==================== design 1
### config.mk
export PLATFORM = sky130hd
export DESIGN_NAME = bcd_time_counter
export DESIGN_NICKNAME = d
export VERILOG_FILES = /design/src/rtl/bcd_time_counter.sv
export SDC_FILE = /design/constraint.sdc
export NUM_CORES = 1
export LEC_CHECK = 0
export CAP_MARGIN = 40
export CORE_MARGIN = 2
export CORE_UTILIZATION = 30
export CTS_CLUSTER_DIAMETER = 60
export DETAILED_ROUTE_END_ITERATION = 16
export PLACE_DENSITY = 0.53
export SYNTH_ARGS = -nofsm -noshare
export SYNTH_HDL_FRONTEND = slang
export SYNTH_SLANG_ARGS = --single-unit
### constraint.sdc
create_clock -name clk -period 3.9 [get_ports clk]
set_input_delay 0.78 -clock clk [delete_from_list [all_inputs] [get_ports clk]]
set_output_delay 0.78 -clock clk [all_outputs]
set_load 0.03 [all_outputs]
### src/rtl/bcd_time_counter.sv
// M:SS.t timekeeping core: start/stop/clear/load controls, count up or down in tenths.
// Define LAP_HOLD_EN to add the Lap input that freezes the digit outputs while counting continues.
module bcd_time_counter #(
    parameter int TENTH_DIV = 5000000,
    parameter int DIV_W     = 23
) (
    input  logic       clk,
    input  logic       reset,
    input  logic       Start,
    input  logic       Stop,
    input  logic       Clear,
    input  logic       Countdown,
    input  logic       Load,
`ifdef LAP_HOLD_EN
    input  logic       Lap,
`endif
    input  logic [3:0] Preset_Minutes,
    input  logic [3:0] Preset_Tens,
    input  logic [3:0] Preset_Ones,
    output logic [3:0] Minutes,
    output logic [3:0] Tens_Seconds,
    output logic [3:0] Ones_Seconds,
    output logic [3:0] Tenths_Seconds,
    output logic       Running,
    output logic       Done,
    output logic       Overflow
);

    typedef enum logic [1:0] {S_IDLE, S_RUN, S_PAUSED, S_DONE} state_t;

    localparam logic [DIV_W-1:0] LAST = DIV_W'(TENTH_DIV - 1);

    state_t           state_q;
    logic [DIV_W-1:0] presc_q;
    logic             dir_q;
    logic [3:0]       min_q, tens_q, ones_q, tenths_q;
    logic             start_q, stop_q, clear_q, load_q, armed_q;

    logic       start_e, stop_e, clear_e, load_e;
    logic       at_zero, tick, dn_zero, up_wrap;
    logic [3:0] up_min, up_tens, up_ones, up_tenths;
    logic [3:0] dn_min, dn_tens, dn_ones, dn_tenths;
    logic [3:0] ld_min, ld_tens, ld_ones;

    // armed_q masks the first cycle after reset so a level already high is not taken as an edge
    assign start_e = armed_q & Start & ~start_q;
    assign stop_e  = armed_q & Stop  & ~stop_q;
    assign clear_e = armed_q & Clear & ~clear_q;
    assign load_e  = armed_q & Load  & ~load_q;

    assign at_zero = ({min_q, tens_q, ones_q, tenths_q} == 16'd0);
    assign tick    = (state_q == S_RUN) && !clear_e && !stop_e && (presc_q == LAST);

    assign ld_min  = (Preset_Minutes > 4'd9) ? 4'd9 : Preset_Minutes;
    assign ld_tens = (Preset_Tens    > 4'd5) ? 4'd5 : Preset_Tens;
    assign ld_ones = (Preset_Ones    > 4'd9) ? 4'd9 : Preset_Ones;

    // NOTE: every output of a combinational block gets a default first, otherwise a latch is inferred.
    always_comb begin
        up_min    = min_q;
        up_tens   = tens_q;
        up_ones   = ones_q;
        up_tenths = tenths_q;
        up_wrap   = 1'b0;
        if (tenths_q != 4'd9) begin
            up_tenths = tenths_q + 4'd1;
        end else begin
            up_tenths = 4'd0;
            if (ones_q != 4'd9) begin
                up_ones = ones_q + 4'd1;
            end else begin
                up_ones = 4'd0;
                if (tens_q != 4'd5) begin
                    up_tens = tens_q + 4'd1;
                end else begin
                    up_tens = 4'd0;
                    if (min_q != 4'd9) begin
                        up_min = min_q + 4'd1;
                    end else begin
                        up_min  = 4'd0;
                        up_wrap = 1'b1;
                    end
                end
            end
        end
    end

    always_comb begin
        dn_min    = min_q;
        dn_tens   = tens_q;
        dn_ones   = ones_q;
        dn_tenths = tenths_q;
        if (tenths_q != 4'd0) begin
            dn_tenths = tenths_q - 4'd1;
        end else begin
            dn_tenths = 4'd9;
            if (ones_q != 4'd0) begin
                dn_ones = ones_q - 4'd1;
            end else begin
                dn_ones = 4'd9;
                if (tens_q != 4'd0) begin
                    dn_tens = tens_q - 4'd1;
                end else begin
                    dn_tens = 4'd5;
                    dn_min  = min_q - 4'd1;
                end
            end
        end
        dn_zero = ({dn_min, dn_tens, dn_ones, dn_tenths} == 16'd0);
    end

    // NOTE: state registers use non-blocking assignments and reset asynchronously on reset low.
    always_ff @(posedge clk or negedge reset) begin
        if (!reset) begin
            state_q  <= S_IDLE;
            presc_q  <= '0;
            dir_q    <= 1'b0;
            min_q    <= 4'd0;
            tens_q   <= 4'd0;
            ones_q   <= 4'd0;
            tenths_q <= 4'd0;
            start_q  <= 1'b0;
            stop_q   <= 1'b0;
            clear_q  <= 1'b0;
            load_q   <= 1'b0;
            armed_q  <= 1'b0;
            Running  <= 1'b0;
            Done     <= 1'b0;
            Overflow <= 1'b0;
        end else begin
            start_q  <= Start;
            stop_q   <= Stop;
            clear_q  <= Clear;
            load_q   <= Load;
            armed_q  <= 1'b1;
            Overflow <= 1'b0;
            if (clear_e) begin
                state_q  <= S_IDLE;
                presc_q  <= '0;
                min_q    <= 4'd0;
                tens_q   <= 4'd0;
                ones_q   <= 4'd0;
                tenths_q <= 4'd0;
                Running  <= 1'b0;
                Done     <= 1'b0;
            end else if (stop_e && state_q == S_RUN) begin
                // prescaler keeps its phase so resuming continues the interrupted tenth
                state_q <= S_PAUSED;
                Running <= 1'b0;
            end else if (load_e && state_q != S_RUN) begin
                state_q  <= S_IDLE;
                presc_q  <= '0;
                min_q    <= ld_min;
                tens_q   <= ld_tens;
                ones_q   <= ld_ones;
                tenths_q <= 4'd0;
                Running  <= 1'b0;
                Done     <= 1'b0;
            end else if (start_e && (state_q == S_IDLE || state_q == S_PAUSED)
                         && !(Countdown && at_zero)) begin
                state_q <= S_RUN;
                dir_q   <= Countdown;
                Running <= 1'b1;
            end else if (state_q == S_RUN) begin
                if (tick) begin
                    presc_q <= '0;
                    if (dir_q) begin
                        {min_q, tens_q, ones_q, tenths_q} <= {dn_min, dn_tens, dn_ones, dn_tenths};
                        if (dn_zero) begin
                            state_q <= S_DONE;
                            Running <= 1'b0;
                            Done    <= 1'b1;
                        end
                    end else begin
                        {min_q, tens_q, ones_q, tenths_q} <= {up_min, up_tens, up_ones, up_tenths};
                        Overflow <= up_wrap;
                    end
                end else begin
                    presc_q <= presc_q + DIV_W'(1);
                end
            end
        end
    end

`ifdef LAP_HOLD_EN
    logic       lap_q, hold_q, lap_e, enter_done;
    logic [3:0] cap_min, cap_tens, cap_ones, cap_tenths;

    assign lap_e      = armed_q & Lap & ~lap_q;
    assign enter_done = tick & dir_q & dn_zero;

    always_ff @(posedge clk or negedge reset) begin
        if (!reset) begin
            lap_q      <= 1'b0;
            hold_q     <= 1'b0;
            cap_min    <= 4'd0;
            cap_tens   <= 4'd0;
            cap_ones   <= 4'd0;
            cap_tenths <= 4'd0;
        end else begin
            lap_q <= Lap;
            if (clear_e || (load_e && state_q != S_RUN) || enter_done) begin
                hold_q <= 1'b0;
            end else if (lap_e && state_q == S_RUN) begin
                hold_q <= ~hold_q;
                if (!hold_q) begin
                    {cap_min, cap_tens, cap_ones, cap_tenths} <= {min_q, tens_q, ones_q, tenths_q};
                end
            end
        end
    end

    assign Minutes        = hold_q ? cap_min    : min_q;
    assign Tens_Seconds   = hold_q ? cap_tens   : tens_q;
    assign Ones_Seconds   = hold_q ? cap_ones   : ones_q;
    assign Tenths_Seconds = hold_q ? cap_tenths : tenths_q;
`else
    assign Minutes        = min_q;
    assign Tens_Seconds   = tens_q;
    assign Ones_Seconds   = ones_q;
    assign Tenths_Seconds = tenths_q;
`endif

endmodule

==================== design 2
==> config.mk <==
export PLATFORM = sky130hd
export DESIGN_NAME = io_port_responder
export DESIGN_NICKNAME = d
export VERILOG_FILES = /design/src/rtl/io_map_pkg.sv /design/src/rtl/port_in_sync.sv /design/src/rtl/io_port_responder.sv
export SDC_FILE = /design/constraint.sdc
export NUM_CORES = 1
export LEC_CHECK = 0
export CORE_UTILIZATION = 41
export DETAILED_ROUTE_END_ITERATION = 8
export MAX_ROUTING_LAYER = met4
export PLACE_DENSITY_LB_ADDON = 0.15
export SLEW_MARGIN = 30
export SYNTH_ARGS = -nofsm -noshare
export SYNTH_HDL_FRONTEND = slang
export SYNTH_HIERARCHICAL = 1
export SYNTH_SLANG_ARGS = --single-unit
==> constraint.sdc <==
create_clock -name clk -period 3.2 [get_ports clk]
set_input_delay 0.48 -clock clk [delete_from_list [all_inputs] [get_ports clk]]
set_output_delay 0.48 -clock clk [all_outputs]
set_load 0.05 [all_outputs]
==> src/rtl/io_map_pkg.sv <==
// io_map_pkg: register offsets, bit indices and a read-formatting helper for io_port_responder
package io_map_pkg;

    localparam logic [7:0] OFF_PORTOUT = 8'h00;
    localparam logic [7:0] OFF_PORTIN  = 8'h04;
    localparam logic [7:0] OFF_STATUS  = 8'h08;
    localparam logic [7:0] OFF_CTRL    = 8'h0C;
    localparam logic [7:0] OFF_EDGECNT = 8'h10;

    localparam int STATUS_CHG_BIT = 0;
    localparam int CTRL_IRQEN_BIT = 0;

    // place a single flag at its bit position inside an otherwise-zero read word
    function automatic logic [31:0] bitWord(input logic flag, input int idx);
        bitWord = 32'(flag) << idx;
    endfunction

endpackage

==> src/rtl/port_in_sync.sv <==
// port_in_sync: 3-stage PortIn synchronizer with change detect and bit-0 rise pulse
// Build option: the rise0 output exists only when IO_EDGE_COUNTER_EN is defined.
module port_in_sync (
    input  logic       clk,
    input  logic       reset,
    input  logic [7:0] pinIn,
    output logic [7:0] syncVal,
    output logic       changed
`ifdef IO_EDGE_COUNTER_EN
    ,
    output logic       rise0
`endif
);

    logic [7:0] meta;
    logic [7:0] stable;
    logic [7:0] prev;

    // two metastability stages plus a history stage; clearing all three makes the first value compare against 0
    always_ff @(posedge clk or negedge reset) begin
        if (!reset) begin
            meta   <= '0;
            stable <= '0;
            prev   <= '0;
        end else begin
            meta   <= pinIn;
            stable <= meta;
            prev   <= stable;
        end
    end

    assign syncVal = stable;
    assign changed = |(stable ^ prev);

`ifdef IO_EDGE_COUNTER_EN
    assign rise0 = stable[0] & ~prev[0];
`endif

endmodule

==> src/rtl/io_port_responder.sv <==
// io_port_responder: memory-mapped I/O window with output port, synchronized input port, change IRQ and edge counter
// Build option: define IO_EDGE_COUNTER_EN to include the EDGECNT register; otherwise offset 0x10 reads 0 and holds no flops.
module io_port_responder
    import io_map_pkg::*;
#(
    parameter logic [31:0] IO_BASE    = 32'h1001_0100,
    parameter int          EDGE_CNT_W = 16
) (
    input  logic        clk,
    input  logic        reset,
    input  logic        MemWrite,
    input  logic        MemRead,
    input  logic [31:0] Address,
    input  logic [31:0] WriteData,
    input  logic [7:0]  PortIn,
    output logic [31:0] ReadData,
    output logic        Hit,
    output logic [31:0] PortOut,
    output logic        IrqOut
);

    logic [7:0]            offset;
    logic [7:0]            syncIn;
    logic                  changed;
    logic                  wrEn;
    logic                  chg;
    logic                  irqEn;
    logic [EDGE_CNT_W-1:0] edgeCnt;

    assign Hit    = (Address[31:8] == IO_BASE[31:8]) && (Address[1:0] == 2'b00);
    assign offset = Address[7:0];
    assign wrEn   = MemWrite & Hit;

`ifdef IO_EDGE_COUNTER_EN
    logic rise0;
`endif

    port_in_sync uSync (
        .clk     (clk),
        .reset   (reset),
        .pinIn   (PortIn),
        .syncVal (syncIn),
        .changed (changed)
`ifdef IO_EDGE_COUNTER_EN
        ,
        .rise0   (rise0)
`endif
    );

    // control/status registers; a fresh change event outranks a coincident write-1-to-clear
    always_ff @(posedge clk or negedge reset) begin
        if (!reset) begin
            PortOut <= '0;
            chg     <= 1'b0;
            irqEn   <= 1'b0;
            IrqOut  <= 1'b0;
        end else begin
            if (wrEn && offset == OFF_PORTOUT)
                PortOut <= WriteData;
            if (wrEn && offset == OFF_CTRL)
                irqEn <= WriteData[CTRL_IRQEN_BIT];
            if (changed)
                chg <= 1'b1;
            else if (wrEn && offset == OFF_STATUS && WriteData[STATUS_CHG_BIT])
                chg <= 1'b0;
            IrqOut <= chg & irqEn;
        end
    end

`ifdef IO_EDGE_COUNTER_EN
    // any write clears the counter and beats a coincident edge; otherwise count synchronized rises, wrapping
    always_ff @(posedge clk or negedge reset) begin
        if (!reset)
            edgeCnt <= '0;
        else
            edgeCnt <= (wrEn && offset == OFF_EDGECNT) ? '0 : rise0 ? edgeCnt + EDGE_CNT_W'(1) : edgeCnt;
    end
`else
    assign edgeCnt = '0;
`endif

    // zero-latency read mux; anything not a mapped read returns 0
    always_comb begin
        ReadData = '0;
        if (MemRead && Hit) begin
            case (offset)
                OFF_PORTOUT: ReadData = PortOut;
                OFF_PORTIN:  ReadData = {24'h0, syncIn};
                OFF_STATUS:  ReadData = bitWord(chg, STATUS_CHG_BIT);
                OFF_CTRL:    ReadData = bitWord(irqEn, CTRL_IRQEN_BIT);
                OFF_EDGECNT: ReadData = 32'(edgeCnt);
                default:     ReadData = '0;
            endcase
        end
    end

endmodule

==================== design 3
--- src/rtl/pipe_hazard_ctrl_pkg.sv ---
// Shared definitions for the pipeline sequencing controller: FSM states and
// the per-cycle pipeline control word with its canned bubble/stall patterns.
package pipe_hazard_ctrl_pkg;

  typedef enum logic [1:0] {
    RUN      = 2'd0,
    MEM_WAIT = 2'd1,
    HALT     = 2'd2
  } state_t;

  typedef struct packed {
    logic pc_en;
    logic pc_sel;
    logic if_id_en;
    logic id_ex_en;
    logic ex_mem_en;
    logic mem_wb_en;
    logic if_id_flush;
    logic id_ex_flush;
    logic ex_mem_flush;
    logic mem_wb_flush;
  } ctrl_t;

  localparam ctrl_t CTRL_NORMAL   = 10'b10_1111_0000;
  localparam ctrl_t CTRL_REDIRECT = 10'b11_1111_1110;
  localparam ctrl_t CTRL_LU       = 10'b00_0111_0100;
  // Freeze still retires a bubble into MEM/WB so WB never repeats an instruction.
  localparam ctrl_t CTRL_FREEZE   = 10'b00_0001_0001;
  localparam ctrl_t CTRL_HALT     = 10'b00_0000_0000;
  localparam ctrl_t CTRL_RESET    = 10'b00_0000_1111;

endpackage

--- src/rtl/pipe_hazard_ctrl_if.sv ---
// Pipeline status inputs and sequencing control outputs of the hazard controller.
interface pipe_hazard_ctrl_if #(
  parameter int CNT_W = 16
);
  logic [4:0]       id_rs;
  logic [4:0]       id_rt;
  logic             id_uses_rs;
  logic             id_uses_rt;
  logic             ex_mem_read;
  logic [4:0]       ex_rt;
  logic             mem_branch;
  logic             mem_zero;
  logic             mem_jump;
  logic             mem_read;
  logic             mem_write;
  logic             dmem_ready;
  logic             pc_en;
  logic             pc_sel;
  logic             if_id_en;
  logic             id_ex_en;
  logic             ex_mem_en;
  logic             mem_wb_en;
  logic             if_id_flush;
  logic             id_ex_flush;
  logic             ex_mem_flush;
  logic             mem_wb_flush;
  logic             mem_timeout;
  logic [CNT_W-1:0] stall_count;
  logic [CNT_W-1:0] flush_count;

  modport master (
    output id_rs, id_rt, id_uses_rs, id_uses_rt, ex_mem_read, ex_rt,
           mem_branch, mem_zero, mem_jump, mem_read, mem_write, dmem_ready,
    input  pc_en, pc_sel, if_id_en, id_ex_en, ex_mem_en, mem_wb_en,
           if_id_flush, id_ex_flush, ex_mem_flush, mem_wb_flush,
           mem_timeout, stall_count, flush_count
  );

  modport slave (
    input  id_rs, id_rt, id_uses_rs, id_uses_rt, ex_mem_read, ex_rt,
           mem_branch, mem_zero, mem_jump, mem_read, mem_write, dmem_ready,
    output pc_en, pc_sel, if_id_en, id_ex_en, ex_mem_en, mem_wb_en,
           if_id_flush, id_ex_flush, ex_mem_flush, mem_wb_flush,
           mem_timeout, stall_count, flush_count
  );
endinterface

--- src/rtl/pipe_hazard_ctrl_load_use_detect.sv ---
// Load-use comparator: the load in EX writes a register the ID instruction reads.
module pipe_hazard_ctrl_load_use_detect (
  input  logic       ex_mem_read,
  input  logic [4:0] ex_rt,
  input  logic [4:0] id_rs,
  input  logic [4:0] id_rt,
  input  logic       id_uses_rs,
  input  logic       id_uses_rt,
  output logic       lu
);
  logic w_rs_hit;
  logic w_rt_hit;

  assign w_rs_hit = id_uses_rs & (id_rs == ex_rt);
  assign w_rt_hit = id_uses_rt & (id_rt == ex_rt);
  assign lu       = ex_mem_read & (ex_rt != 5'd0) & (w_rs_hit | w_rt_hit);
endmodule

--- src/rtl/pipe_hazard_ctrl.sv ---
// 5-stage pipeline sequencing: load-use stalls, MEM-resolved redirects and
// data-memory wait states with timeout, plus saturating stall/flush counters.
module pipe_hazard_ctrl
  import pipe_hazard_ctrl_pkg::*;
#(
  parameter int MAX_WAIT = 15,
  parameter int CNT_W    = 16
) (
  input logic               clk,
  input logic               rst,
  pipe_hazard_ctrl_if.slave bus
);
  localparam int              WC_W   = $clog2(MAX_WAIT + 1);
  localparam logic [WC_W-1:0] WC_MAX = WC_W'(MAX_WAIT);

  state_t           r_state;
  state_t           w_state_nxt;
  logic [WC_W-1:0]  r_wait_cnt;
  logic [WC_W-1:0]  w_wait_cnt_nxt;
  logic             r_timeout;
  logic [CNT_W-1:0] r_stall_count;
  logic [CNT_W-1:0] r_flush_count;
  logic             w_miss;
  logic             w_redirect;
  logic             w_lu;
  logic             w_redirect_act;
  logic             w_stall;
  ctrl_t            w_run_ctrl;
  ctrl_t            w_ctrl;

  pipe_hazard_ctrl_load_use_detect u_lud (
    .ex_mem_read (bus.ex_mem_read),
    .ex_rt       (bus.ex_rt),
    .id_rs       (bus.id_rs),
    .id_rt       (bus.id_rt),
    .id_uses_rs  (bus.id_uses_rs),
    .id_uses_rt  (bus.id_uses_rt),
    .lu          (w_lu)
  );

  assign w_miss     = (bus.mem_read | bus.mem_write) & ~bus.dmem_ready;
  assign w_redirect = (bus.mem_branch & bus.mem_zero) | bus.mem_jump;
  assign w_run_ctrl = w_redirect ? CTRL_REDIRECT : (w_lu ? CTRL_LU : CTRL_NORMAL);

  always_comb begin
    w_ctrl         = CTRL_HALT;
    w_state_nxt    = r_state;
    w_wait_cnt_nxt = r_wait_cnt;
    w_redirect_act = 1'b0;
    case (r_state)
      RUN: begin
        if (w_miss) begin
          w_ctrl         = CTRL_FREEZE;
          w_state_nxt    = MEM_WAIT;
          w_wait_cnt_nxt = WC_W'(1);
        end else begin
          w_ctrl         = w_run_ctrl;
          w_redirect_act = w_redirect;
        end
      end
      MEM_WAIT: begin
        if (bus.dmem_ready) begin
          w_ctrl         = w_run_ctrl;
          w_redirect_act = w_redirect;
          w_state_nxt    = RUN;
          w_wait_cnt_nxt = '0;
        end else if (r_wait_cnt == WC_MAX) begin
          w_ctrl      = CTRL_FREEZE;
          w_state_nxt = HALT;
        end else begin
          w_ctrl         = CTRL_FREEZE;
          w_wait_cnt_nxt = r_wait_cnt + 1'b1;
        end
      end
      HALT: begin
        w_ctrl = CTRL_HALT;
      end
      default: begin
        w_state_nxt = RUN;
      end
    endcase
    if (rst) begin
      w_ctrl         = CTRL_RESET;
      w_redirect_act = 1'b0;
    end
  end

  always_ff @(posedge clk) begin
    if (rst) begin
      r_state    <= RUN;
      r_wait_cnt <= '0;
      r_timeout  <= 1'b0;
    end else begin
      r_state    <= w_state_nxt;
      r_wait_cnt <= w_wait_cnt_nxt;
      if (w_state_nxt == HALT) r_timeout <= 1'b1;
    end
  end

  assign w_stall = ~rst & (r_state != HALT) & ~w_ctrl.pc_en;

  always_ff @(posedge clk) begin
    if (rst) begin
      r_stall_count <= '0;
      r_flush_count <= '0;
    end else begin
      if (w_stall && (r_stall_count != '1)) r_stall_count <= r_stall_count + 1'b1;
      if (w_redirect_act && (r_flush_count != '1)) r_flush_count <= r_flush_count + 1'b1;
    end
  end

  assign {bus.pc_en, bus.pc_sel, bus.if_id_en, bus.id_ex_en, bus.ex_mem_en, bus.mem_wb_en,
          bus.if_id_flush, bus.id_ex_flush, bus.ex_mem_flush, bus.mem_wb_flush} = w_ctrl;
  assign bus.mem_timeout = r_timeout;
  assign bus.stall_count = r_stall_count;
  assign bus.flush_count = r_flush_count;
endmodule

--- src/flat_wrapper.sv ---
// flat-port wrapper written by rule: the top's interface ports become plain ports
module pipe_hazard_ctrl_flat import pipe_hazard_ctrl_pkg::*;
#(
  parameter int MAX_WAIT = 15,
  parameter int CNT_W    = 16
)
  (clk, rst, bus_id_rs, bus_id_rt, bus_id_uses_rs, bus_id_uses_rt, bus_ex_mem_read, bus_ex_rt, bus_mem_branch, bus_mem_zero, bus_mem_jump, bus_mem_read, bus_mem_write, bus_dmem_ready, bus_pc_en, bus_pc_sel, bus_if_id_en, bus_id_ex_en, bus_ex_mem_en, bus_mem_wb_en, bus_if_id_flush, bus_id_ex_flush, bus_ex_mem_flush, bus_mem_wb_flush, bus_mem_timeout, bus_stall_count, bus_flush_count);
  pipe_hazard_ctrl_if #(.CNT_W(CNT_W)) bus_i ();
  input logic clk;
  input logic rst;
  input wire logic [$bits(bus_i.id_rs)-1:0] bus_id_rs;
  input wire logic [$bits(bus_i.id_rt)-1:0] bus_id_rt;
  input wire logic [$bits(bus_i.id_uses_rs)-1:0] bus_id_uses_rs;
  input wire logic [$bits(bus_i.id_uses_rt)-1:0] bus_id_uses_rt;
  input wire logic [$bits(bus_i.ex_mem_read)-1:0] bus_ex_mem_read;
  input wire logic [$bits(bus_i.ex_rt)-1:0] bus_ex_rt;
  input wire logic [$bits(bus_i.mem_branch)-1:0] bus_mem_branch;
  input wire logic [$bits(bus_i.mem_zero)-1:0] bus_mem_zero;
  input wire logic [$bits(bus_i.mem_jump)-1:0] bus_mem_jump;
  input wire logic [$bits(bus_i.mem_read)-1:0] bus_mem_read;
  input wire logic [$bits(bus_i.mem_write)-1:0] bus_mem_write;
  input wire logic [$bits(bus_i.dmem_ready)-1:0] bus_dmem_ready;
  output wire logic [$bits(bus_i.pc_en)-1:0] bus_pc_en;
  output wire logic [$bits(bus_i.pc_sel)-1:0] bus_pc_sel;
  output wire logic [$bits(bus_i.if_id_en)-1:0] bus_if_id_en;
  output wire logic [$bits(bus_i.id_ex_en)-1:0] bus_id_ex_en;
  output wire logic [$bits(bus_i.ex_mem_en)-1:0] bus_ex_mem_en;
  output wire logic [$bits(bus_i.mem_wb_en)-1:0] bus_mem_wb_en;
  output wire logic [$bits(bus_i.if_id_flush)-1:0] bus_if_id_flush;
  output wire logic [$bits(bus_i.id_ex_flush)-1:0] bus_id_ex_flush;
  output wire logic [$bits(bus_i.ex_mem_flush)-1:0] bus_ex_mem_flush;
  output wire logic [$bits(bus_i.mem_wb_flush)-1:0] bus_mem_wb_flush;
  output wire logic [$bits(bus_i.mem_timeout)-1:0] bus_mem_timeout;
  output wire logic [$bits(bus_i.stall_count)-1:0] bus_stall_count;
  output wire logic [$bits(bus_i.flush_count)-1:0] bus_flush_count;
  assign bus_i.id_rs = bus_id_rs;
  assign bus_i.id_rt = bus_id_rt;
  assign bus_i.id_uses_rs = bus_id_uses_rs;
  assign bus_i.id_uses_rt = bus_id_uses_rt;
  assign bus_i.ex_mem_read = bus_ex_mem_read;
  assign bus_i.ex_rt = bus_ex_rt;
  assign bus_i.mem_branch = bus_mem_branch;
  assign bus_i.mem_zero = bus_mem_zero;
  assign bus_i.mem_jump = bus_mem_jump;
  assign bus_i.mem_read = bus_mem_read;
  assign bus_i.mem_write = bus_mem_write;
  assign bus_i.dmem_ready = bus_dmem_ready;
  assign bus_pc_en = bus_i.pc_en;
  assign bus_pc_sel = bus_i.pc_sel;
  assign bus_if_id_en = bus_i.if_id_en;
  assign bus_id_ex_en = bus_i.id_ex_en;
  assign bus_ex_mem_en = bus_i.ex_mem_en;
  assign bus_mem_wb_en = bus_i.mem_wb_en;
  assign bus_if_id_flush = bus_i.if_id_flush;
  assign bus_id_ex_flush = bus_i.id_ex_flush;
  assign bus_ex_mem_flush = bus_i.ex_mem_flush;
  assign bus_mem_wb_flush = bus_i.mem_wb_flush;
  assign bus_mem_timeout = bus_i.mem_timeout;
  assign bus_stall_count = bus_i.stall_count;
  assign bus_flush_count = bus_i.flush_count;
  pipe_hazard_ctrl #(.MAX_WAIT(MAX_WAIT), .CNT_W(CNT_W)) u_core (.clk(clk), .rst(rst), .bus(bus_i));
endmodule
--- config.mk ---
export PLATFORM = sky130hd
export DESIGN_NAME = pipe_hazard_ctrl_flat
export DESIGN_NICKNAME = d
export VERILOG_FILES = /design/src/rtl/pipe_hazard_ctrl_pkg.sv /design/src/rtl/pipe_hazard_ctrl_if.sv /design/src/rtl/pipe_hazard_ctrl_load_use_detect.sv /design/src/rtl/pipe_hazard_ctrl.sv /design/src/flat_wrapper.sv
export SDC_FILE = /design/constraint.sdc
export NUM_CORES = 1
export LEC_CHECK = 0
export ABC_AREA = 1
export CORE_MARGIN = 2
export CORE_UTILIZATION = 35
export DETAILED_ROUTE_END_ITERATION = 6
export PLACE_DENSITY = 0.59
export SYNTH_ARGS = -nofsm -noshare
export SYNTH_HDL_FRONTEND = slang
export SYNTH_SLANG_ARGS = --single-unit
--- constraint.sdc ---
create_clock -name clk -period 3 [get_ports clk]
set_input_delay 0.3 -clock clk [delete_from_list [all_inputs] [get_ports clk]]
set_output_delay 0.3 -clock clk [all_outputs]
set_load 0.005 [all_outputs]
==================== design 4
===== src/rtl/photon_actuator_sequencer_if.sv =====
// photon_actuator_sequencer_if: sensor inputs, control and actuator/status outputs
// shared between the sequencer and its host.
interface photon_actuator_sequencer_if;
    logic [5:0] sens;
    logic       enable;
    logic       abort;
    logic [5:0] act;
    logic [2:0] active_id;
    logic       busy;
    logic [2:0] state;
    logic       fault;
    modport master (output sens, enable, abort, input act, active_id, busy, state, fault);
    modport slave  (input sens, enable, abort, output act, active_id, busy, state, fault);
endinterface


===== src/rtl/photon_actuator_sequencer.sv =====
// photon_actuator_sequencer: synchronised, debounced photon sensors arbitrated round-robin
// onto one timed actuator slot (ARM -> FIRE dwell -> COOL).
module photon_actuator_sequencer #(
    parameter int DEBOUNCE_CYC = 4,
    parameter int FIRE_CYC     = 8,
    parameter int COOL_CYC     = 4,
    parameter int CNT_W        = 8
) (
    input logic clk,
    input logic rst_n,
    photon_actuator_sequencer_if.slave bus
);
    typedef enum logic [2:0] {IDLE = 3'b000, ARM = 3'b001, FIRE = 3'b010, COOL = 3'b011} state_t;
    localparam logic [CNT_W-1:0] DEB_LAST  = CNT_W'(DEBOUNCE_CYC - 1);
    localparam logic [CNT_W-1:0] FIRE_LAST = CNT_W'(FIRE_CYC - 1);
    localparam logic [CNT_W-1:0] COOL_LAST = CNT_W'(COOL_CYC - 1);

    state_t state, state_n;
    logic [5:0] s1, s2, deb, deb_d, rise, pend, pend_n, clr, rot, act_q, act_n;
    logic [CNT_W-1:0] dcnt [6];
    logic [CNT_W-1:0] cnt, cnt_n;
    logic [2:0] rr_ptr, ptr_n, id_q, id_n, f, g;
    logic [3:0] sum;
    logic fault_q, fault_n, grant, take;

    assign rise = deb & ~deb_d;

    always_ff @(posedge clk or negedge rst_n) begin
        if (!rst_n) begin
            s1 <= '0;
            s2 <= '0;
            deb <= '0;
            deb_d <= '0;
            for (int i = 0; i < 6; i++) dcnt[i] <= '0;
        end else begin
            s1 <= bus.sens;
            s2 <= s1;
            deb_d <= deb;
            for (int i = 0; i < 6; i++) begin
                if (s2[i] == deb[i]) dcnt[i] <= '0;
                else if (dcnt[i] == DEB_LAST) begin
                    dcnt[i] <= '0;
                    deb[i] <= ~deb[i];
                end else dcnt[i] <= dcnt[i] + 1'b1;
            end
        end
    end

    // Rotate pend so the search always starts at bit 0, then map back to a channel index.
    always_comb begin
        rot = 6'({pend, pend} >> rr_ptr);
        f = '0;
        for (int k = 5; k >= 0; k--) if (rot[k]) f = 3'(k);
        sum = {1'b0, rr_ptr} + {1'b0, f};
        g = (sum >= 4'd6) ? 3'(sum - 4'd6) : sum[2:0];
    end

    always_comb begin
        state_n = state;
        cnt_n = cnt;
        id_n = id_q;
        ptr_n = rr_ptr;
        clr = '0;
        fault_n = fault_q;
        take = 1'b0;
        grant = bus.enable && (|pend);
        case (state)
            IDLE: take = grant;
            ARM:  state_n = FIRE;
            FIRE: begin
                cnt_n = (cnt == FIRE_LAST) ? '0 : cnt + 1'b1;
                state_n = (cnt == FIRE_LAST) ? COOL : FIRE;
            end
            COOL: begin
                cnt_n = (cnt == COOL_LAST) ? '0 : cnt + 1'b1;
                state_n = (cnt == COOL_LAST) ? IDLE : COOL;
                id_n = (cnt == COOL_LAST) ? 3'd0 : id_q;
                take = grant && (cnt == COOL_LAST);
            end
            default: state_n = IDLE;
        endcase
        if (take) begin
            state_n = ARM;
            id_n = g + 3'd1;
            ptr_n = (g == 3'd5) ? 3'd0 : g + 3'd1;
            clr = 6'd1 << g;
        end
        if (bus.abort && state != IDLE) begin
            state_n = IDLE;
            cnt_n = '0;
            id_n = '0;
            ptr_n = rr_ptr;
            clr = '0;
            fault_n = 1'b1;
        end else if (state == IDLE && !bus.enable) fault_n = 1'b0;
        // A fresh rise wins over a same-cycle grant clear so the re-request stays queued.
        pend_n = (pend & ~clr) | rise;
        act_n = (state_n == FIRE) ? 6'd1 << (id_n - 3'd1) : '0;
    end

    always_ff @(posedge clk or negedge rst_n) begin
        if (!rst_n) begin
            state <= IDLE;
            cnt <= '0;
            rr_ptr <= '0;
            pend <= '0;
            act_q <= '0;
            id_q <= '0;
            fault_q <= 1'b0;
        end else begin
            state <= state_n;
            cnt <= cnt_n;
            rr_ptr <= ptr_n;
            pend <= pend_n;
            act_q <= act_n;
            id_q <= id_n;
            fault_q <= fault_n;
        end
    end

    assign bus.act = act_q;
    assign bus.active_id = id_q;
    assign bus.busy = (state != IDLE);
    assign bus.state = state;
    assign bus.fault = fault_q;
endmodule


===== src/flat_wrapper.sv =====
// flat-port wrapper written by rule: the top's interface ports become plain ports
module photon_actuator_sequencer_flat 
#(
    parameter int DEBOUNCE_CYC = 4,
    parameter int FIRE_CYC     = 8,
    parameter int COOL_CYC     = 4,
    parameter int CNT_W        = 8
)
  (clk, rst_n, bus_sens, bus_enable, bus_abort, bus_act, bus_active_id, bus_busy, bus_state, bus_fault);
  photon_actuator_sequencer_if bus_i ();
  input logic clk;
  input logic rst_n;
  input wire logic [$bits(bus_i.sens)-1:0] bus_sens;
  input wire logic [$bits(bus_i.enable)-1:0] bus_enable;
  input wire logic [$bits(bus_i.abort)-1:0] bus_abort;
  output wire logic [$bits(bus_i.act)-1:0] bus_act;
  output wire logic [$bits(bus_i.active_id)-1:0] bus_active_id;
  output wire logic [$bits(bus_i.busy)-1:0] bus_busy;
  output wire logic [$bits(bus_i.state)-1:0] bus_state;
  output wire logic [$bits(bus_i.fault)-1:0] bus_fault;
  assign bus_i.sens = bus_sens;
  assign bus_i.enable = bus_enable;
  assign bus_i.abort = bus_abort;
  assign bus_act = bus_i.act;
  assign bus_active_id = bus_i.active_id;
  assign bus_busy = bus_i.busy;
  assign bus_state = bus_i.state;
  assign bus_fault = bus_i.fault;
  photon_actuator_sequencer #(.DEBOUNCE_CYC(DEBOUNCE_CYC), .FIRE_CYC(FIRE_CYC), .COOL_CYC(COOL_CYC), .CNT_W(CNT_W)) u_core (.clk(clk), .rst_n(rst_n), .bus(bus_i));
endmodule

===== config.mk =====
export PLATFORM = sky130hd
export DESIGN_NAME = photon_actuator_sequencer_flat
export DESIGN_NICKNAME = d
export VERILOG_FILES = /design/src/rtl/photon_actuator_sequencer_if.sv /design/src/rtl/photon_actuator_sequencer.sv /design/src/flat_wrapper.sv
export SDC_FILE = /design/constraint.sdc
export NUM_CORES = 1
export LEC_CHECK = 0
export CAP_MARGIN = 20
export CORE_AREA = 2 2 138 73
export DETAILED_ROUTE_END_ITERATION = 8
export DIE_AREA = 0 0 140 75
export PLACE_DENSITY = 0.74
export SETUP_SLACK_MARGIN = 0.15
export SLEW_MARGIN = 20
export SYNTH_ARGS = -nofsm -noshare
export SYNTH_HDL_FRONTEND = slang
export SYNTH_SLANG_ARGS = --single-unit

===== constraint.sdc =====
create_clock -name clk -period 4 [get_ports clk]
set_input_delay 0.6 -clock clk [delete_from_list [all_inputs] [get_ports clk]]
set_output_delay 0.6 -clock clk [all_outputs]
set_load 0.01 [all_outputs]

Fig. 1: design 4, clock routing
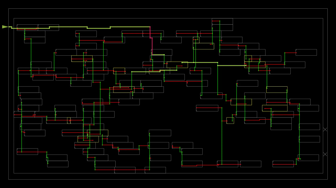
FFs & Latches: 102
cts bufs inserted: 9
total clock sinks: 102
Setup Skew: 0.00876 ns
number of clock buffer instances in the layout: 11

==> results.md, design 4 <==
| Stage | Item | Value |
|:---|:---|:---|
| detailed routing | Number of DRC violations after detailed routing | 2 |
| power and ir drop | Top pwr grp | registers |
| layout | Share of final-layout standard cells stronger than drive strength 1 | 16.0% |
| clocking | Number of hold-repair buffers added at the cts stage | 0 |
| synth | Post-synthesis async set-or-reset flop share | 100% |
| floorplan | Number of tap cells inserted | 121 |
| layout | Logic area | 2370 µm² |
| status | Violations in the final reports | DRC |
| grt | Global route hottest layer | met1 |
| sta | Max_slew headroom | 48.8% |
| critical path | Slowest-stage cell, CP | sky130_fd_sc_hd__fa_2 |
| synth | Total of warnings raised by yosys | 0 |
| status | Result of the run | complete, but fails checks |
| layout | Largest register FFs | 48 |
| grt | Grt met1 use | 27.6% |
| sta | Least-Margin Pin Slew | 0.767 ns |
| layout | Number of antenna repair diodes | 0 |
| layout | Largest registers | u_core.dcnt: 48 flops, u_core.cnt: 8 flops |
| synth | Xor-xnor portion of the synthesized cell area | 8.31% |
| layout | Highest-count cells in the layout ignoring fill and taps | 99 x sky130_fd_sc_hd__dfrtp_1, 49 x sky130_fd_sc_hd__nor2_1, 33 x sky130_fd_sc_hd__xor2_1 |
| critical path | Required time worst endpoint | 4.28 ns |
| critical path | End of the worst register-to-register path | u_core.bus.act[3] |
| detailed routing | Routed met3 length | 317 µm |
| critical path | Element type at the critical path start | flop |
| sta | Total setup violations reported at the end of the flow | 0 |
| power and ir drop | Clock-net power | 0.000860 W |
| power and ir drop | Design Power | 0.00353 W |
| synth | Most used standard cell by instance count after synthesis | sky130_fd_sc_hd__dfrtp_1 |
| clocking | Insertion Delay late pin | 0.34 ns |
| critical path | Setup slack of the most critical reg-to-reg path | 0.19 ns |
| layout | Area grow syn2layout | 18.3% |
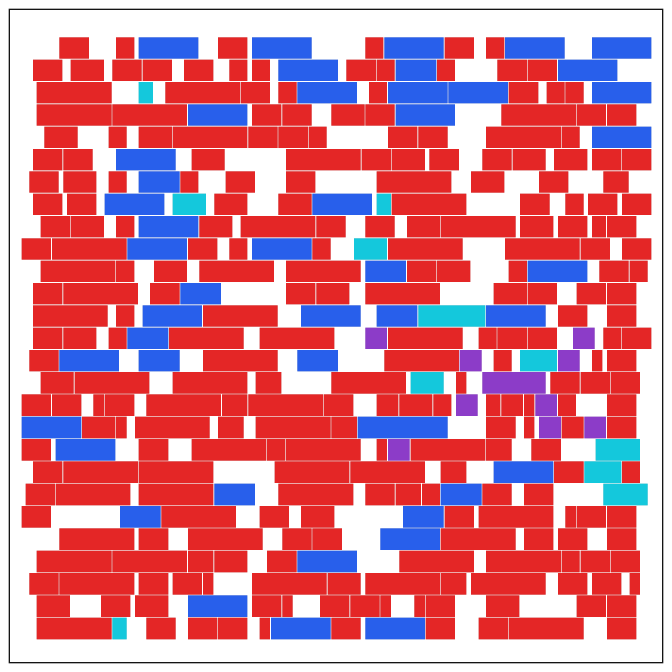
Fig. 2. Drive-strength map (design 2).
[cyan] drive 2 | cells: 11
[blue] drive 6 and up | cells: 46
[red] drive 1 or less | cells: 266
[purple] drive 3 to 4 | cells: 10

==> results.md, design 2 <==
| Stage | Item | Value |
|:---|:---|:---|
| clocking | Clock root buffer master | sky130_fd_sc_hd__clkbuf_8 |
| layout | Largest register FFs | 32 |
| layout | Design area | 4500 µm² |
| power and ir drop | Combinational power | 0.000139 W |
| layout | Top logic cell by instance count in the layout | sky130_fd_sc_hd__clkdlybuf4s50_1 |
| layout | Clock buffers and inverters, area share | 4.72% |
| floorplan | Core box area | 5640 µm² |
| layout | Number of clock buffer instances in the layout | 12 |
| layout | Highest-count cells in the layout ignoring fill and taps | 107 x sky130_fd_sc_hd__clkdlybuf4s50_1, 59 x sky130_fd_sc_hd__dfrtp_1, 33 x sky130_fd_sc_hd__buf_12 |
| synth | Commonest flop | sky130_fd_sc_hd__dfrtp_1 |
| detailed routing | Detailed-route via count | 2021 |
| detailed routing | Routed met3 length | 572 µm |
| status | Result of the run | completed |
| synth | Post-synth net total | 253 |
| detailed routing | Top Layer Used | met4 |
| critical path | Critical path, cell by cell | clkdlybuf4s50_1, nor4_1, nand3_1, or4_1, nor2_1, buf_12 |
| critical path | Worst setup path category | input port to primary output |
| synth | Fraction of post-synthesis cell area in the top cell type by area | 60.1% |
| clocking | Post-CTS resize count | 0 |
| detailed routing | M1 wire length | 2.54 mm |
| sta | Worst setup margin | 0.209 ns |
| critical path | Element type at the critical path start | input port |
| synth | Cells in synth_stat.txt | 177 |
| power and ir drop | Design Power | 0.00161 W |
| critical path | Count of cells along the worst register-to-register path | 4 |
| layout | Register area | 1480 µm² |
| grt | First-pass GRT wire length | 10.6 mm |
| critical path | Setup slack of the most critical reg-to-reg path | 1.96 ns |
| layout | Non-filler instance count after layout | 405 |
| place | Dpl cell area | 4290 µm² |
| synth | Xor-xnor portion of the synthesized cell area | 2.85% |
| critical path | Number of stages on the worst setup path | 6 |
| place | Placed wire-length estimate | 5.05 mm |
| synth | Total of warnings raised by yosys | 6 |
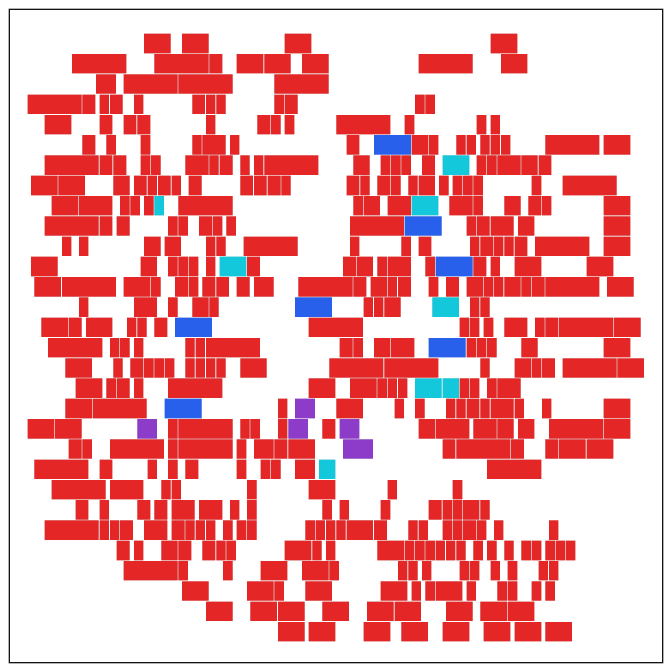
Fig. 3. Drive-strength map (design 3).
[cyan] drive 2 | cells: 8
[purple] drive 3 to 4 | cells: 5
[blue] drive 6 and up | cells: 7
[red] drive 1 or less | cells: 436

==> results.md, design 3 <==
| Stage | Item | Value |
|:---|:---|:---|
| layout | Final cell utilization of the core | 48.5% |
| synth | Post-synth net total | 417 |
| synth | Synthesized instance count | 388 |
| sta | Hold Fails Final Rpt | 0 |
| sta | Setup repair after global routing missed its margin | false |
| critical path | Slowest-stage cell, CP | sky130_fd_sc_hd__clkdlybuf4s50_1 |
| hold path | Class of the tightest hold or removal check | flop to flop |
| detailed routing | Via/cell ratio | 4.84 |
| status | Result of the run | completed |
| synth | Fraction of post-synthesis cell area in the top cell type by area | 32.0% |
| layout | Multi-In Gates | 286 |
| power and ir drop | Net switching power of the design | 0.000275 W |
| critical path | Largest fanout on the critical path | 3 |
| grt | First-pass GRT wire length | 10.5 mm |
| clocking | Clock root buffer master | sky130_fd_sc_hd__clkbuf_8 |
| layout | Number of clock buffer instances in the layout | 8 |
| layout | Register area | 781 µm² |
| place | Placed cells | 528 |
| detailed routing | Routed met3 length | 278 µm |
| clocking | Clock Path Buffers | 2 |
| critical path | Number of stages on the worst setup path | 11 |
| grt | Met2 usage | 27.8% |
| floorplan | FP Core Util | 36.1% |
| layout | Final-layout fill cell count | 704 |
| synth | Most used standard cell by instance count after synthesis | sky130_fd_sc_hd__nand2_1 |
| synth | Cell taking the most area after synthesis | sky130_fd_sc_hd__dfxtp_1 |
| critical path | Arrival time of the worst setup path | 2.00 ns |
| synth | Post-synthesis average cell area | 6.28 µm² |
| detailed routing | Number of DRC violations after detailed routing | 0 |
| sta | Maximum clock frequency | 435 MHz |
| power and ir drop | Part of the power in combinational logic | 14.7% |
| layout | Non-filler instance count after layout | 536 |
| power and ir drop | Top pwr grp | registers |
| layout | Share of the final layout cell area in sequential cells | 23.8% |
| flow run | OpenROAD warning count | 26 |
| hold path | Hold-critical path endpoint | u_core.bus.mem_timeout |
| critical path | Count of cells along the worst register-to-register path | 9 |
| synth | Combinational family with the most area after synthesis | simple AND/OR/NAND/NOR gates |
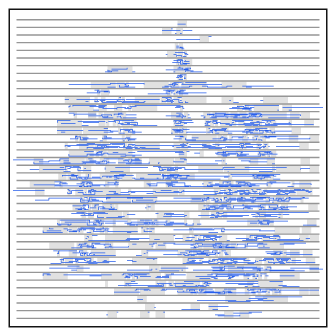
Fig. 4. Met1 routing (design 1).
Supply wires on this layer in gray.
main direction: horizontal
wire length on this layer: 4250 µm
nets with wire on the layer: 416

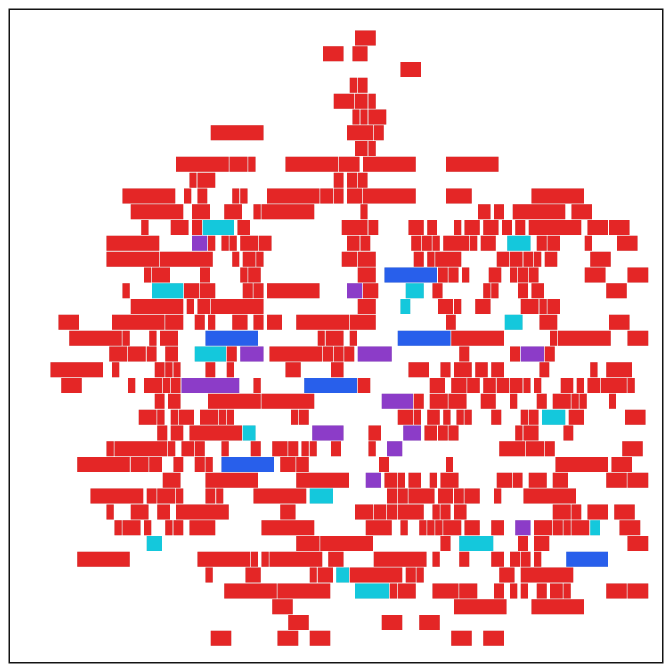
Fig. 5. Drive-strength map (design 1).
[blue] drive 6 and up | cells: 6
[red] drive 1 or less | cells: 404
[purple] drive 3 to 4 | cells: 12
[cyan] drive 2 | cells: 15

==> results.md, design 1 <==
| Stage | Item | Value |
|:---|:---|:---|
| sta | Final critical-path share of the clock period | 72.0% |
| layout | Non-filler instance count after layout | 580 |
| grt | Largest net degree at the start of global routing | 30 |
| status | Result of the run | completed |
| synth | Top cells by instance count after synthesis | 50 x sky130_fd_sc_hd__dfrtp_1, 38 x sky130_fd_sc_hd__nand2_1, 38 x sky130_fd_sc_hd__nor2_1 |
| place | Placed cells | 572 |
| sta | Maximum clock frequency | 356 MHz |
| sta | Total setup violations reported at the end of the flow | 0 |
| flow run | OpenROAD warning count | 35 |
| critical path | Worst setup path category | input port to flop |
| detailed routing | Wire length on met2 | 4.36 mm |
| power and ir drop | Power density over the cells | 583 nW/µm² |
| power and ir drop | Clock-net power | 0.000444 W |
| grt | Met3 track utilization from global routing | 2.43% |
| floorplan | Number of top-level pins | 38 |
| critical path | Element type at the critical path start | input port |
| layout | Number of antenna repair diodes | 0 |
| layout | Logic area | 2030 µm² |
| power and ir drop | Net switching power of the design | 0.00107 W |
| synth | And+or+nand+nor area frac | 24.6% |
| floorplan | Y dimension of the die | 112 µm |
| synth | Synth unique cells | 65 |
| detailed routing | Via/cell ratio | 5.33 |
| sta | Sum of negative setup slack | 0 ns |
| synth | Cells in synth_stat.txt | 407 |
| detailed routing | Top Layer Used | met4 |
| detailed routing | DRC marker count from the first detailed-route iteration | 187 |
| synth | Commonest flop | sky130_fd_sc_hd__dfrtp_1 |
| synth | Area fraction in compound gates | 22.0% |
| power and ir drop | Design Power | 0.00240 W |
| synth | Combinational family with the most area after synthesis | simple AND/OR/NAND/NOR gates |
| detailed routing | Routed met3 length | 359 µm |
| critical path | Endpoint class of the critical path | flop |


==> layout pictures side by side <==
Clock distribution.
panel A
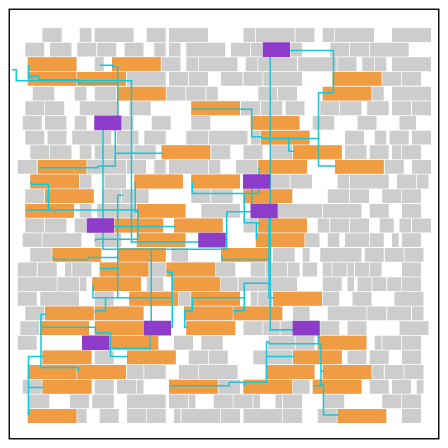
panel B
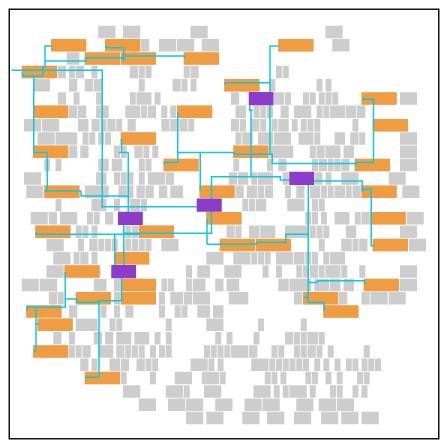
panel C
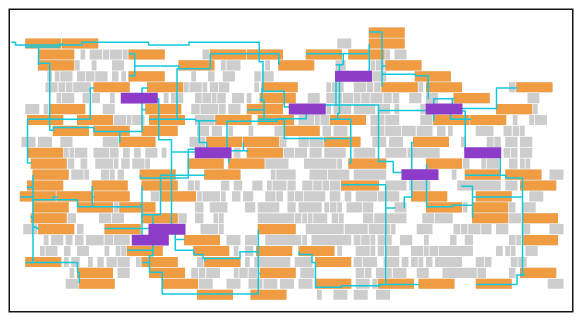
panel D
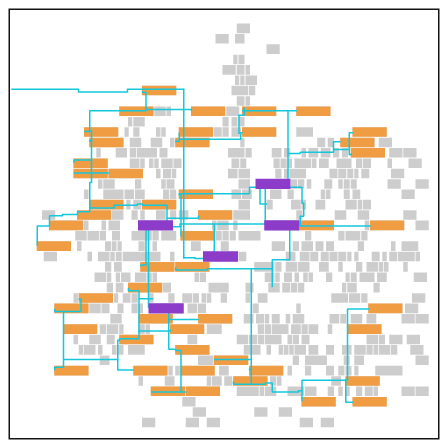
| from | picture |
|---|---|
| design 2 | panel A |
| design 1 | panel D |
| design 3 | panel B |
| design 4 | panel C |
The one with the most sequential cells is panel C.
The one with the fewest sequential cells is panel B.


## Gallery

Placed cells, one color a class.
shot_01.png
Bar = 20 µm.
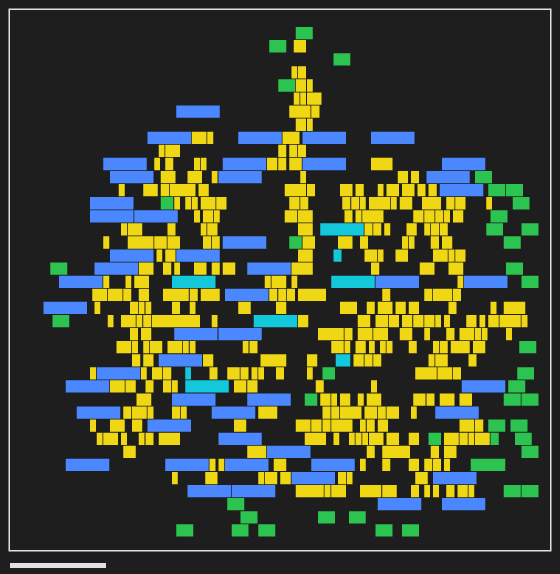
shot_02.png
Bar = 20 µm.
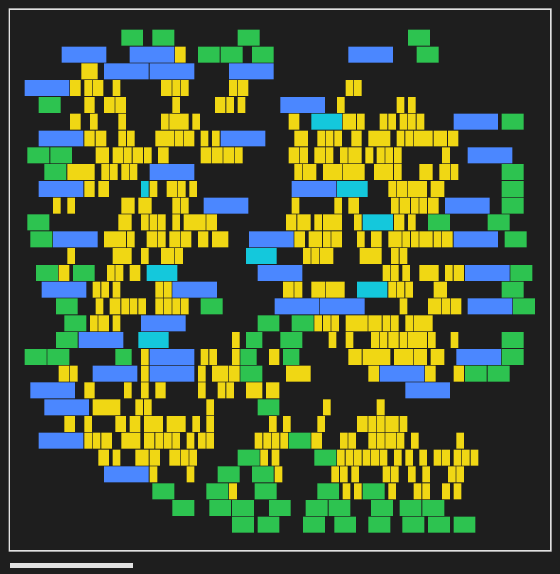
shot_03.png
Bar = 50 µm.
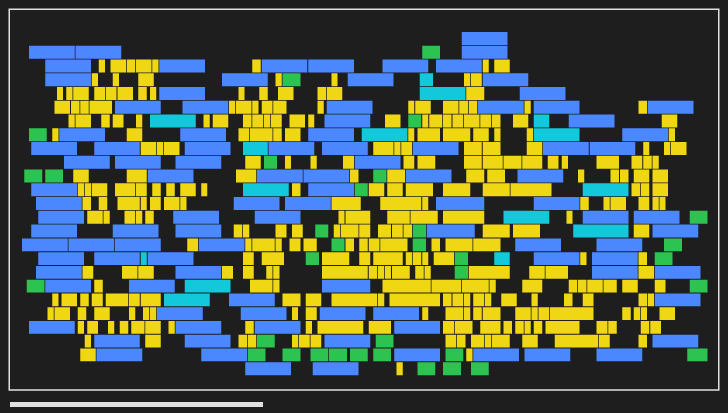
shot_04.png
Bar = 20 µm.
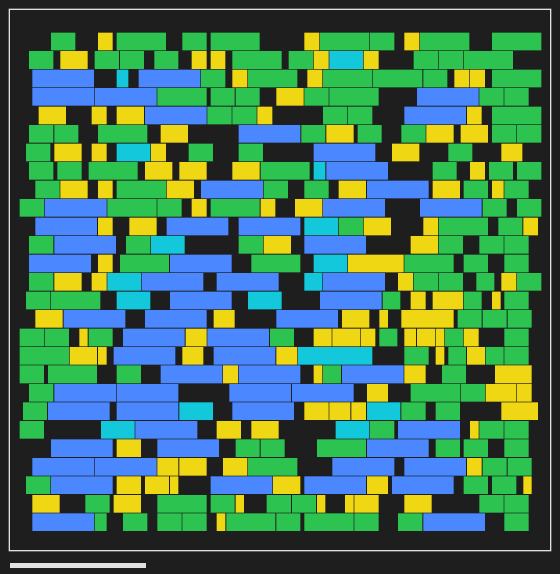
Of these, highest utilization: shot_04.png
Of these, largest die: shot_01.png
shot_02.png: design 3
shot_04.png: design 2
shot_01.png: design 1
shot_03.png: design 4

No activity file was given, so power comes from the tool's default toggle rates.
